######## block 1 ########
Figure 1. Cell area per tile (block 1).
9 x 9 tiles, from white (low) to dark blue (high), 0 to 100% covered.
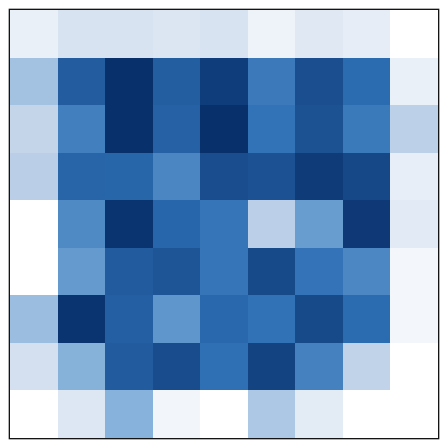

`src/rtl/hazard_ctrl_pip.sv`:
```
// Hazard and PC-sequencing controller for the 5-stage MIPS pipeline.
// Handles post-reset fetch hold, load-use and MDU interlocks, jump and branch redirect.
module hazard_ctrl_pip #(
  parameter int RW       = 5,
  parameter int RST_HOLD = 2,
  parameter int MDU_LAT  = 4
) (
  input  logic          CLK,
  input  logic          RST,
  input  logic [RW-1:0] rs_d,
  input  logic [RW-1:0] rt_d,
  input  logic          use_rt_d,
  input  logic          memread_e,
  input  logic [RW-1:0] rt_e,
  input  logic          jump_d,
  input  logic          branch_e,
  input  logic          mdu_start_e,
  input  logic          mdu_use_d,
  output logic          stall_f,
  output logic          stall_d,
  output logic          flush_d,
  output logic          flush_e,
  output logic [1:0]    pc_sel,
  output logic          mdu_busy,
  output logic          ready
);

  // state   | meaning
  // S_RESET | RST asserted, pipeline frozen and squashed
  // S_HOLD  | fetch held while hold_cnt drains after reset release
  // S_RUN   | normal hazard resolution
  typedef enum logic [1:0] {S_RESET, S_HOLD, S_RUN} state_t;

  localparam logic [3:0] HOLD_INIT = 4'(RST_HOLD);
  localparam logic [3:0] MDU_INIT  = 4'(MDU_LAT);

  localparam logic [1:0] PC_SEQ    = 2'b00;
  localparam logic [1:0] PC_JUMP   = 2'b01;
  localparam logic [1:0] PC_BRANCH = 2'b10;

  state_t     state;
  logic [3:0] hold_cnt;
  logic [3:0] mdu_cnt;
  logic       load_use;
  logic       mdu_stall;

  always_ff @(posedge CLK) begin
    if (RST) begin
      state    <= S_RESET;
      hold_cnt <= HOLD_INIT;
      mdu_cnt  <= 4'd0;
      ready    <= 1'b0;
    end else begin
      case (state)
        S_RESET: begin
          if (hold_cnt == 4'd0) begin
            state <= S_RUN;
            ready <= 1'b1;
          end else begin
            state <= S_HOLD;
          end
        end
        // Leave on the last hold cycle so RUN starts exactly RST_HOLD cycles after release.
        S_HOLD: begin
          if (hold_cnt <= 4'd1) begin
            state    <= S_RUN;
            hold_cnt <= 4'd0;
            ready    <= 1'b1;
          end else begin
            hold_cnt <= hold_cnt - 4'd1;
          end
        end
        S_RUN: begin
          ready <= 1'b1;
        end
        default: begin
          state <= S_RESET;
          ready <= 1'b0;
        end
      endcase

      // Branches leave the counter alone: the mult/div is older than the branch.
      if (state == S_RUN && mdu_start_e) begin
        mdu_cnt <= MDU_INIT;
      end else if (mdu_cnt != 4'd0) begin
        mdu_cnt <= mdu_cnt - 4'd1;
      end
    end
  end

  assign mdu_busy  = (mdu_cnt != 4'd0);
  assign mdu_stall = mdu_busy && mdu_use_d;
  assign load_use  = memread_e && (rt_e != '0) &&
                     ((rt_e == rs_d) || (use_rt_d && (rt_e == rt_d)));

  always_comb begin
    stall_f = 1'b0;
    stall_d = 1'b0;
    flush_d = 1'b0;
    flush_e = 1'b0;
    pc_sel  = PC_SEQ;
    if (state != S_RUN) begin
      stall_f = 1'b1;
      stall_d = 1'b1;
      flush_d = 1'b1;
      flush_e = 1'b1;
    end else if (branch_e) begin
      pc_sel  = PC_BRANCH;
      flush_d = 1'b1;
      flush_e = 1'b1;
    end else if (mdu_stall || load_use) begin
      // A jump held in ID is simply retried once the stall clears.
      stall_f = 1'b1;
      stall_d = 1'b1;
      flush_e = 1'b1;
    end else if (jump_d) begin
      pc_sel  = PC_JUMP;
      flush_d = 1'b1;
    end
  end

endmodule
```
`config.mk`:
```
export PLATFORM = sky130hd
export DESIGN_NAME = hazard_ctrl_pip
export DESIGN_NICKNAME = d
export VERILOG_FILES = /design/src/rtl/hazard_ctrl_pip.sv
export SDC_FILE = /design/constraint.sdc
export NUM_CORES = 1
export LEC_CHECK = 0
export CAP_MARGIN = 10
export CORE_MARGIN = 2
export CORE_UTILIZATION = 45
export CTS_CLUSTER_SIZE = 28
export DETAILED_ROUTE_END_ITERATION = 12
export PLACE_DENSITY = 0.82
export SYNTH_ARGS = -nofsm -noshare
export SYNTH_HDL_FRONTEND = slang
export SYNTH_SLANG_ARGS = --single-unit
export TNS_END_PERCENT = 30
```
`constraint.sdc`:
```
create_clock -name CLK -period 4 [get_ports CLK]
set_input_delay 0.6 -clock CLK [delete_from_list [all_inputs] [get_ports CLK]]
set_output_delay 0.6 -clock CLK [all_outputs]
set_load 0.05 [all_outputs]
```
######## block 2 ########
### src/rtl/processor_multisend_if.sv
// Bundle of the run-control and per-channel send/ack signals for processor_multisend.
// The master modport is the transmitter's view; the slave modport is the receiver/controller side.
interface processor_multisend_if #(
    parameter int NUM_CH = 2,
    parameter int DATA_W = 16
);
    logic                     start;
    logic [DATA_W-1:0]        seed;
    logic [NUM_CH-1:0]        ack;
    logic [NUM_CH-1:0]        outsend;
    logic [NUM_CH*DATA_W-1:0] outdata;
    logic                     busy;
    logic                     done;
    logic [NUM_CH-1:0]        err;

    modport master (
        input  start, seed, ack,
        output outsend, outdata, busy, done, err
    );

    modport slave (
        output start, seed, ack,
        input  outsend, outdata, busy, done, err
    );
endinterface

### src/rtl/processor_multisend.sv
// N-channel four-phase send/ack transmitter. Each channel sends MSG_COUNT words
// starting at seed+i and stepping by NUM_CH. It retries on ack timeout up to MAX_RETRY
// times and then parks in a sticky error state. Every output is a register.
module processor_multisend #(
    parameter int NUM_CH    = 2,
    parameter int DATA_W    = 16,
    parameter int MSG_COUNT = 8,
    parameter int TIMEOUT   = 16,
    parameter int MAX_RETRY = 3
) (
    input  logic                   clkCPU,
    input  logic                   rst,
    processor_multisend_if.master  bus
);
    localparam int TW = $clog2(TIMEOUT);
    localparam int SW = $clog2(MSG_COUNT + 1);
    localparam int RW = $clog2(MAX_RETRY + 2);

    localparam logic [2:0] S_IDLE    = 3'd0;
    localparam logic [2:0] S_SEND    = 3'd1;
    localparam logic [2:0] S_RELEASE = 3'd2;
    localparam logic [2:0] S_RETRY   = 3'd3;
    localparam logic [2:0] S_DONE    = 3'd4;
    localparam logic [2:0] S_ERR     = 3'd5;

    logic [NUM_CH-1:0]        busy_next_vec;
    logic [NUM_CH-1:0]        fin_next_vec;
    logic [NUM_CH-1:0]        outsend_vec;
    logic [NUM_CH-1:0]        err_vec;
    logic [NUM_CH*DATA_W-1:0] outdata_vec;
    logic                     busy_reg;
    logic                     done_reg;
    logic                     started_reg;
    logic                     accept;

    // busy_reg mirrors the current channel states, so it gates start with no extra logic
    assign accept = bus.start && !busy_reg;

    generate
        for (genvar gi = 0; gi < NUM_CH; gi++) begin : g_ch
            logic [2:0]        state_reg, state_next;
            logic [DATA_W-1:0] data_reg, data_next;
            logic [SW-1:0]     sent_reg, sent_next;
            logic [RW-1:0]     retry_reg, retry_next;
            logic [TW-1:0]     timer_reg, timer_next;
            logic              outsend_reg;
            logic              err_reg;

            // Per-channel handshake, timeout/retry and message budget
            always_comb begin
                state_next = state_reg;
                data_next  = data_reg;
                sent_next  = sent_reg;
                retry_next = retry_reg;
                timer_next = timer_reg;
                case (state_reg)
                    S_SEND: begin
                        if (bus.ack[gi]) begin
                            state_next = S_RELEASE;
                        end else if (timer_reg == TW'(TIMEOUT - 1)) begin
                            if (retry_reg < RW'(MAX_RETRY)) begin
                                state_next = S_RETRY;
                                retry_next = retry_reg + RW'(1);
                            end else begin
                                state_next = S_ERR;
                            end
                        end else begin
                            timer_next = timer_reg + TW'(1);
                        end
                    end
                    S_RETRY: begin
                        timer_next = '0;
                        state_next = S_SEND;
                    end
                    S_RELEASE: begin
                        if (!bus.ack[gi]) begin
                            sent_next  = sent_reg + SW'(1);
                            retry_next = '0;
                            timer_next = '0;
                            if (sent_next == SW'(MSG_COUNT)) begin
                                state_next = S_DONE;
                            end else begin
                                // data only advances on entry to SEND so outdata holds in DONE
                                state_next = S_SEND;
                                data_next  = data_reg + DATA_W'(NUM_CH);
                            end
                        end
                    end
                    default: begin
                        // IDLE, DONE, ERR: only an accepted start moves the channel
                        if (accept) begin
                            state_next = S_SEND;
                            data_next  = bus.seed + DATA_W'(gi);
                            sent_next  = '0;
                            retry_next = '0;
                            timer_next = '0;
                        end
                    end
                endcase
            end

            // Channel state registers; outsend/err are registered from the next state
            always_ff @(posedge clkCPU) begin
                if (rst) begin
                    state_reg   <= S_IDLE;
                    data_reg    <= '0;
                    sent_reg    <= '0;
                    retry_reg   <= '0;
                    timer_reg   <= '0;
                    outsend_reg <= 1'b0;
                    err_reg     <= 1'b0;
                end else begin
                    state_reg   <= state_next;
                    data_reg    <= data_next;
                    sent_reg    <= sent_next;
                    retry_reg   <= retry_next;
                    timer_reg   <= timer_next;
                    outsend_reg <= (state_next == S_SEND);
                    err_reg     <= (state_next == S_ERR);
                end
            end

            assign busy_next_vec[gi] = (state_next == S_SEND) || (state_next == S_RELEASE) ||
                                       (state_next == S_RETRY);
            assign fin_next_vec[gi]  = (state_next == S_DONE) || (state_next == S_ERR);
            assign outsend_vec[gi]   = outsend_reg;
            assign err_vec[gi]       = err_reg;
            assign outdata_vec[gi*DATA_W +: DATA_W] = data_reg;
        end
    endgenerate

    // Run-level status, registered alongside the channel states
    always_ff @(posedge clkCPU) begin
        if (rst) begin
            busy_reg    <= 1'b0;
            done_reg    <= 1'b0;
            started_reg <= 1'b0;
        end else begin
            busy_reg    <= |busy_next_vec;
            done_reg    <= (started_reg || accept) && (&fin_next_vec);
            started_reg <= started_reg || accept;
        end
    end

    assign bus.outsend = outsend_vec;
    assign bus.outdata = outdata_vec;
    assign bus.err     = err_vec;
    assign bus.busy    = busy_reg;
    assign bus.done    = done_reg;
endmodule
### src/flat_wrapper.sv
// flat-port wrapper written by rule: the top's interface ports become plain ports
module processor_multisend_flat 
#(
    parameter int NUM_CH    = 2,
    parameter int DATA_W    = 16,
    parameter int MSG_COUNT = 8,
    parameter int TIMEOUT   = 16,
    parameter int MAX_RETRY = 3
)
  (clkCPU, rst, bus_start, bus_seed, bus_ack, bus_outsend, bus_outdata, bus_busy, bus_done, bus_err);
  processor_multisend_if #(.NUM_CH(NUM_CH), .DATA_W(DATA_W)) bus_i ();
  input  logic clkCPU;
  input  logic rst;
  input wire logic [$bits(bus_i.start)-1:0] bus_start;
  input wire logic [$bits(bus_i.seed)-1:0] bus_seed;
  input wire logic [$bits(bus_i.ack)-1:0] bus_ack;
  output wire logic [$bits(bus_i.outsend)-1:0] bus_outsend;
  output wire logic [$bits(bus_i.outdata)-1:0] bus_outdata;
  output wire logic [$bits(bus_i.busy)-1:0] bus_busy;
  output wire logic [$bits(bus_i.done)-1:0] bus_done;
  output wire logic [$bits(bus_i.err)-1:0] bus_err;
  assign bus_i.start = bus_start;
  assign bus_i.seed = bus_seed;
  assign bus_i.ack = bus_ack;
  assign bus_outsend = bus_i.outsend;
  assign bus_outdata = bus_i.outdata;
  assign bus_busy = bus_i.busy;
  assign bus_done = bus_i.done;
  assign bus_err = bus_i.err;
  processor_multisend #(.NUM_CH(NUM_CH), .DATA_W(DATA_W), .MSG_COUNT(MSG_COUNT), .TIMEOUT(TIMEOUT), .MAX_RETRY(MAX_RETRY)) u_core (.clkCPU(clkCPU), .rst(rst), .bus(bus_i));
endmodule
### config.mk
export PLATFORM = sky130hd
export DESIGN_NAME = processor_multisend_flat
export DESIGN_NICKNAME = d
export VERILOG_FILES = /design/src/rtl/processor_multisend_if.sv /design/src/rtl/processor_multisend.sv /design/src/flat_wrapper.sv
export SDC_FILE = /design/constraint.sdc
export NUM_CORES = 1
export LEC_CHECK = 0
export CAP_MARGIN = 0
export CORE_UTILIZATION = 55
export CTS_CLUSTER_DIAMETER = 200
export CTS_CLUSTER_SIZE = 40
export DETAILED_ROUTE_END_ITERATION = 6
export PLACE_DENSITY = 0.88
export SLEW_MARGIN = 25
export SYNTH_ARGS = -nofsm -noshare
export SYNTH_HDL_FRONTEND = slang
export SYNTH_SLANG_ARGS = --single-unit
### constraint.sdc
create_clock -name clkCPU -period 2.2 [get_ports clkCPU]
set_input_delay 0.22 -clock clkCPU [delete_from_list [all_inputs] [get_ports clkCPU]]
set_output_delay 0.22 -clock clkCPU [all_outputs]
set_load 0.03 [all_outputs]
######## block 3 ########
File: src/rtl/rot_left_pipe_if.sv
// Handshake bundle for rot_left_pipe: operand/amount/carry in with valid/ready,
// rotated result and carry out with valid/ready.
interface rot_left_pipe_if;
  logic        in_valid;
  logic        in_ready;
  logic [31:0] inp_data;
  logic [4:0]  amount;
  logic        carry_in;
  logic        out_valid;
  logic        out_ready;
  logic [31:0] out_data;
  logic        carry_out;

  modport master (
    output in_valid, inp_data, amount, carry_in, out_ready,
    input  in_ready, out_valid, out_data, carry_out
  );

  modport slave (
    input  in_valid, inp_data, amount, carry_in, out_ready,
    output in_ready, out_valid, out_data, carry_out
  );
endinterface

File: src/rtl/rot_left_pipe.sv
// Five-stage rotate-left unit: stage k applies a rotate by 2^k when amount bit k is set.
// The whole pipe freezes while a result is pending at the output and not accepted.
module rot_left_pipe (
  input  logic             clk,
  input  logic             rst,
  rot_left_pipe_if.slave   bus
);
  localparam int unsigned NSTG = 5;

  logic        r_vld  [NSTG];
  logic [31:0] r_data [NSTG];
  logic [4:0]  r_amt  [NSTG-1];
  logic        r_cin  [NSTG];
  logic        r_nz   [NSTG];

  logic        w_stall;
  logic        w_src_vld  [NSTG];
  logic [31:0] w_src_data [NSTG];
  logic [4:0]  w_src_amt  [NSTG];
  logic        w_src_cin  [NSTG];
  logic        w_src_nz   [NSTG];
  logic [31:0] w_nxt_data [NSTG];

  function automatic logic [31:0] rotl(input logic [31:0] d, input int unsigned n);
    logic [63:0] t;
    t = {d, d} << n;
    return t[63:32];
  endfunction

  assign w_stall       = r_vld[NSTG-1] && !bus.out_ready;
  assign bus.in_ready  = !w_stall;
  assign bus.out_valid = r_vld[NSTG-1];
  assign bus.out_data  = r_data[NSTG-1];
  assign bus.carry_out = r_nz[NSTG-1] ? r_data[NSTG-1][0] : r_cin[NSTG-1];

  // Amount is shifted down one bit per stage, so every stage consumes bit 0.
  always_comb begin
    w_src_vld[0]  = bus.in_valid;
    w_src_data[0] = bus.inp_data;
    w_src_amt[0]  = bus.amount;
    w_src_cin[0]  = bus.carry_in;
    w_src_nz[0]   = (bus.amount != '0);
    for (int unsigned k = 1; k < NSTG; k++) begin
      w_src_vld[k]  = r_vld[k-1];
      w_src_data[k] = r_data[k-1];
      w_src_amt[k]  = r_amt[k-1];
      w_src_cin[k]  = r_cin[k-1];
      w_src_nz[k]   = r_nz[k-1];
    end
    for (int unsigned k = 0; k < NSTG; k++) begin
      w_nxt_data[k] = w_src_amt[k][0] ? rotl(w_src_data[k], 32'd1 << k) : w_src_data[k];
    end
  end

  always_ff @(posedge clk) begin
    if (rst) begin
      for (int unsigned k = 0; k < NSTG; k++) begin
        r_vld[k]  <= 1'b0;
        r_data[k] <= '0;
        r_cin[k]  <= 1'b0;
        r_nz[k]   <= 1'b0;
      end
      for (int unsigned k = 0; k < NSTG-1; k++) begin
        r_amt[k] <= '0;
      end
    end else if (!w_stall) begin
      for (int unsigned k = 0; k < NSTG; k++) begin
        r_vld[k]  <= w_src_vld[k];
        r_data[k] <= w_nxt_data[k];
        r_cin[k]  <= w_src_cin[k];
        r_nz[k]   <= w_src_nz[k];
      end
      for (int unsigned k = 0; k < NSTG-1; k++) begin
        r_amt[k] <= w_src_amt[k] >> 1;
      end
    end
  end
endmodule

File: src/flat_wrapper.sv
// flat-port wrapper written by rule: the top's interface ports become plain ports
module rot_left_pipe_flat 
  (clk, rst, bus_in_valid, bus_inp_data, bus_amount, bus_carry_in, bus_out_ready, bus_in_ready, bus_out_valid, bus_out_data, bus_carry_out);
  rot_left_pipe_if bus_i ();
  input  logic clk;
  input  logic rst;
  input wire logic [$bits(bus_i.in_valid)-1:0] bus_in_valid;
  input wire logic [$bits(bus_i.inp_data)-1:0] bus_inp_data;
  input wire logic [$bits(bus_i.amount)-1:0] bus_amount;
  input wire logic [$bits(bus_i.carry_in)-1:0] bus_carry_in;
  input wire logic [$bits(bus_i.out_ready)-1:0] bus_out_ready;
  output wire logic [$bits(bus_i.in_ready)-1:0] bus_in_ready;
  output wire logic [$bits(bus_i.out_valid)-1:0] bus_out_valid;
  output wire logic [$bits(bus_i.out_data)-1:0] bus_out_data;
  output wire logic [$bits(bus_i.carry_out)-1:0] bus_carry_out;
  assign bus_i.in_valid = bus_in_valid;
  assign bus_i.inp_data = bus_inp_data;
  assign bus_i.amount = bus_amount;
  assign bus_i.carry_in = bus_carry_in;
  assign bus_i.out_ready = bus_out_ready;
  assign bus_in_ready = bus_i.in_ready;
  assign bus_out_valid = bus_i.out_valid;
  assign bus_out_data = bus_i.out_data;
  assign bus_carry_out = bus_i.carry_out;
  rot_left_pipe u_core (.clk(clk), .rst(rst), .bus(bus_i));
endmodule
File: config.mk
export PLATFORM = sky130hd
export DESIGN_NAME = rot_left_pipe_flat
export DESIGN_NICKNAME = d
export VERILOG_FILES = /design/src/rtl/rot_left_pipe_if.sv /design/src/rtl/rot_left_pipe.sv /design/src/flat_wrapper.sv
export SDC_FILE = /design/constraint.sdc
export NUM_CORES = 1
export LEC_CHECK = 0
export ABC_AREA = 0
export CAP_MARGIN = 30
export CORE_AREA = 8 8 136 138
export DETAILED_ROUTE_END_ITERATION = 6
export DIE_AREA = 0 0 144 146
export GPL_ROUTABILITY_DRIVEN = 0
export PLACE_DENSITY = 0.89
export RECOVER_POWER = 25
export SKIP_CTS_REPAIR_TIMING = 1
export SLEW_MARGIN = 20
export SYNTH_ARGS = -nofsm -noshare
export SYNTH_HDL_FRONTEND = slang
export SYNTH_SLANG_ARGS = --single-unit
export TNS_END_PERCENT = 5
File: constraint.sdc
create_clock -name clk -period 8.9 [get_ports clk]
set_clock_uncertainty 0.1 [all_clocks]
set_input_delay 1.78 -clock clk [delete_from_list [all_inputs] [get_ports clk]]
set_output_delay 1.78 -clock clk [all_outputs]
set_load 0.02 [all_outputs]
Figure 2. Metal 2 (block 3).
Scale bar: 50 um.
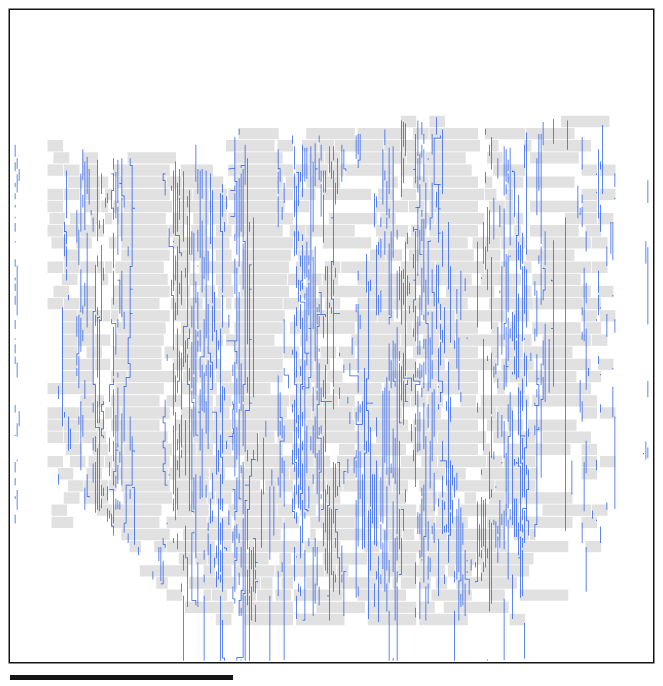
share of all routed wire: 52%
longest straight run: 70.0 um
wire length on this layer: 7620 um
nets with wire on the layer: 583
main direction: vertical

==> results.toml, block 3 <==
# flow metrics
[cells_and_area]
logic_gates = 350
signal_buf_overhead_pct = 8.88
insertedDiodeCount = 0
combAreaFraction_pct = 30.0
layout-drive-gt1-share_pct = 22.5
clk_share_pct = 5.58
layout.area.top_class = "registers"

[synth]
postSynthAreaPerCell_sq_um = 15.1
topCombFamilyByArea = "simple AND/OR/NAND/NOR gates"
xor_share_pct = 0
post_synth_num_cell_types = 16

[detailed_routing]
detail_route.drc_violations = 0
route.layer.met1.wl_um = 6260
drt_iter0_drc = 387
topRoutingLayerUsed = "met4"
postRouteWirelength_um = 14800

[power_and_ir_drop]
comb_power_share_pct = 7.7
power.largest_group = "registers"
share_of_total_power_in_sequential_cells_pct = 53.2
power.internal_mw = 1.53
power.leakage_nw = 3.95

[die]
chipWidth_um = 144
tapCellCount = 220
initCoreUtil_pct = 58.4

[outcome]
violated_checks = "max-capacitance violations, max-slew violations"
run_status = "complete, but fails checks"

[cts]
clk_root_buffer_cell = "clkbuf_16"
tritoncts_num_sinks = 185
cts.path.max_buffers = 2
htreeDepth = 4
tritoncts.num_buffers = 17

[worst_setup_path]
regToRegSetupSlack_ns = 5.39
path_delay_family = "buffers and inverters"
crit_type = "primary input to primary output"
crit_chain = "dlygate4sd3_1, nor2b_1, inv_1, clkdlybuf4s50_1"
critPathSlowestCell = "clkdlybuf4s50_1"
worstSetupPathDepth = 4
setup.worst_path.start_class = "primary input"

[global_routing]
grt_use_total_pct = 14.3
met3_usage_pct = 2.92
grt_overflow = 0
grt_first_pass_wirelength_um = 23700

[job]
maxCapViolCount = 2

[sta]
timing.final.hold_violations = 0
max_freq_mhz = 192
slew_viol_final = 80
setup_total_negative_slack_ns = 0

[min_path]
worstHoldEndpoint = "u_core.r_amt[1][1]"
min_delay_path_depth = 1
min_path_type = "flop to flop"

[placed_design]
hpwlAfterDp_um = 9890
io_buffer_count = 76
## block 3: Yosys cell counts (all sizes together)
master / instances
nand2b: 1
nor2b: 1
nor3b: 24
inv: 1
nor2: 1
mux2: 1
buf: 84
mux2i: 160
edfxtp: 185
clkbuf: 10
a211oi: 1
nor3: 161
## block 3: per-stage QoR
stage	setup WS, ns	hold slack [ns]	std cells	utilization, %
floorplan	1.63	0.470	630	-
global placement	3.90	0.475	841	61.0
detailed placement	3.89	0.490	842	61.2
CTS	3.90	0.511	871	64.8
global route	3.62	0.537	874	64.5
finish	3.69	0.507	874	64.5
Figure 3. Signal wires on met4 (block 2).
Scale bar: 20 um.
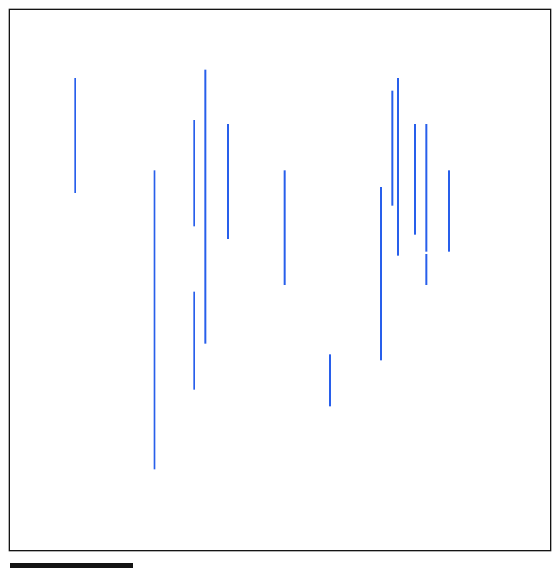
main direction: vertical
nets with wire on the layer: 12
wire length on this layer: 319 um

==> results.toml, block 2 <==
# flow metrics
[worst_setup_path]
critPathArrivalTime_ns = 2.24
worstSetupPathDepth = 6
critical_path.reg2reg.endpoint = "u_core.g_ch[0].outsend_reg"
number_of_buffer_and_inverter_instances_along_the_worst_setup_path = 1
crit_type = "flop to flop"
worst_ep_required_time_ns = 2.44
timing.critical_path.to = "u_core.g_ch[0].outsend_reg"
crit_path_end_kind = "flop"
critPathSlowestCell = "a2111oi_0"
setup.worst_path.start = "u_core.g_ch[0].sent_reg[0]"
setup.worst_path.start_class = "flop"

[cells_and_area]
seq_share_pct = 27.0
clk_share_pct = 3.47
combAreaFraction_pct = 50.4
layout-drive-gt1-share_pct = 11.2
layout.area.comb_sq_mm = 0.00250
flop-count = 67

[die]
initCoreUtil_pct = 58.2
coreArea_sq_mm = 0.00694
fp.dieH_um = 87.7

[global_routing]
grt_start_max_net_pins = 27
grt_use_total_pct = 29.4
grt_antenna_before_repair = 0
grt_overflow = 0
met3_usage_pct = 4.62

[detailed_routing]
topRoutingLayerUsed = "met4"
route.detailed.vias_per_inst = 6.32
drt_iter0_drc = 295
route.layer.met1.wl_um = 4620
postRouteWirelength_um = 11000
drt-pass1-iter-count = 5
route.vias.total = 4288

[synth]
yosys.stat.chipArea_sq_mm = 0.00404
yosys.cell_count.top_type = "dfxtp_1"
postSynthAreaPerCell_sq_um = 7.88
post_synth_inst_count = 513
ao_oa_area_share_pct = 26.9
syn-cell-area_sq_mm = 0.00404
yosys_most_used_dff = "dfxtp_1"

[cts]
clk_root_buffer_cell = "clkbuf_8"
tritoncts_num_sinks = 67
cts_tree = "yes"
path_clk_slew_ns = 0.07
hold_buffers = 0
post_cts_sizing_count = 1
postCtsSetupRepairBufs = 0

[sta]
timing.final.hold_violations = 0
setup_viol = 0
slew_viol_final = 0
slew-limit-headroom_pct = 43.5
max_freq_mhz = 499
skew_ns = 0.00909

[power_and_ir_drop]
switching_share_pct = 37.2
power_density_over_the_cells_mw_per_mm2 = 762
power.leakage_nw = 1.79
power.internal_mw = 2.38
peakVddDrop_mv = 0.449
pwr.group.clock_mw = 0.938
p_clk_share_pct = 24.8
comb_power_share_pct = 35.1

[min_path]
min_path_type = "primary input to flop"
min_delay_path_depth = 2

[outcome]
run_status = "complete, no violations"

[job]
maxCapViolCount = 0

[placed_design]
io_buffer_count = 58
-- block 2: stage by stage --
stage / TNS, ns / worst slack (ns) / power (mW) / cells / area [sq um]
after floorplan: 0 / 0.446 / 2.37 / 513 / 4040
after global routing: 0 / 0.00434 / 3.96 / 678 / 4970
after global placement: -0.168 / -0.0395 / 2.80 / 662 / 4790
after detailed placement: -0.764 / -0.108 / 2.85 / 662 / 4790
after CTS: 0 / 0.156 / 3.77 / 678 / 4970
final: 0 / 0.196 / 3.79 / 678 / 4970
Figure 4. Metal 2 (block 1).
Scale bar: 10 um.
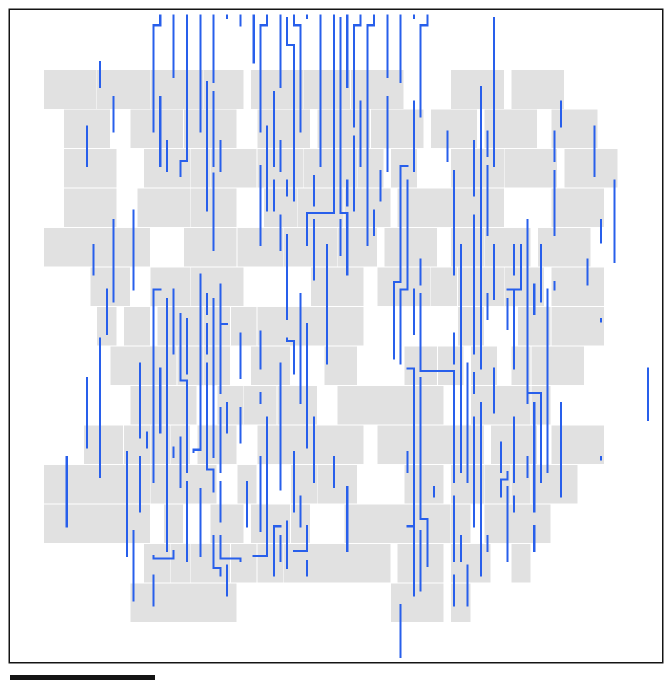
wire length on this layer: 870 um
longest straight run: 19.4 um
nets with wire on the layer: 121
share of all routed wire: 50%
main direction: vertical

Figure 5. Signal wires on met1 (block 1).
Scale bar: 10 um.
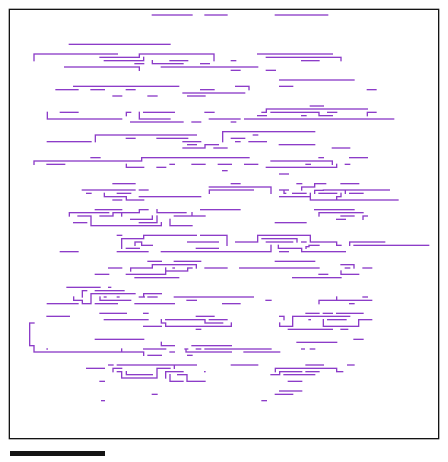
main direction: horizontal
longest straight run: 15.6 um
share of all routed wire: 46%
wire length on this layer: 792 um

Notes on Figure 1 above:
nearly empty tiles: 9.9%
mean over tiles: 53%
emptiest ninth of the die: bottom right
fullest tile: 100%
tiles over 75% full: 37%
densest ninth of the die: middle

==> results.toml, block 1 <==
# flow metrics
[cells_and_area]
clk_share_pct = 2.44
postLayoutCoreUtil_pct = 70.0
logic_gates = 71
syn_to_final_growth_pct = 43.2

[placed_design]
dp_area_sq_mm = 0.00105

[synth]
postSynthAreaPerCell_sq_um = 8.37
yosys_most_used_dff = "dfxtp_1"
yosys.stat.chipArea_sq_um = 753
ao_oa_area_share_pct = 20.1
flip_flops_with_a_built_in_enable = 0

[sta]
post_route_setup_slack_ns = 0.455

[outcome]
run_status = "complete, no violations"

[power_and_ir_drop]
share_of_total_power_in_sequential_cells_pct = 29.2

[cts]
post_cts_sizing_count = 0
cts.path.max_buffers = 2
clk_root_buffer_cell = "clkbuf_4"
tritoncts_num_sinks = 11

[worst_setup_path]
path_max_fanout = 4

[die]
top_level_ports = 31
[block 1: routing by layer]
layer / track usage [%] / routed length [um] / vias up
met4: 7.06 / 10 / 0
met5: 0 / 0 / -
li1: - / - / 377
met3: 6.40 / 66 / 2
met1: 25.1 / 791 / 340
met2: 31.0 / 870 / 15
[block 1: critical path: stages]
cell and delay [ns]:
clkdlybuf4s50_1 0.46, xor2_1 0.18, nor4_1 0.27, a32oi_1 0.23
o311ai_1 0.33, clkdlybuf4s50_1 0.87
[block 1: state kept, by name (all words and copies together) (netlist names)]
name      cells
hold_cnt      4
ready         1
mdu_cnt       4
state         2

## Gallery

The metal 3 layer.
picture 1
Scale bar: 10 um.
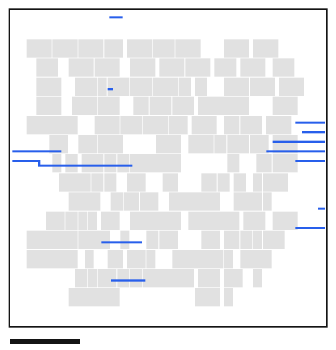
picture 2
Scale bar: 20 um.
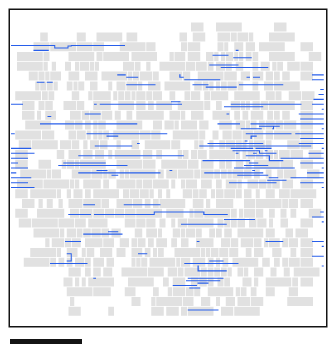
picture 3
Scale bar: 50 um.
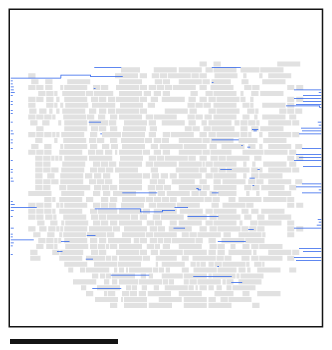
- largest die: picture 3
- smallest die: picture 1
block 1: picture 1
block 3: picture 3
block 2: picture 2

Key to picture 2:
share of all routed wire: 7.9%
nets with wire on the layer: 100
main direction: horizontal
longest straight run: 30.8 um


Power is estimated from default activity; no workload was simulated.
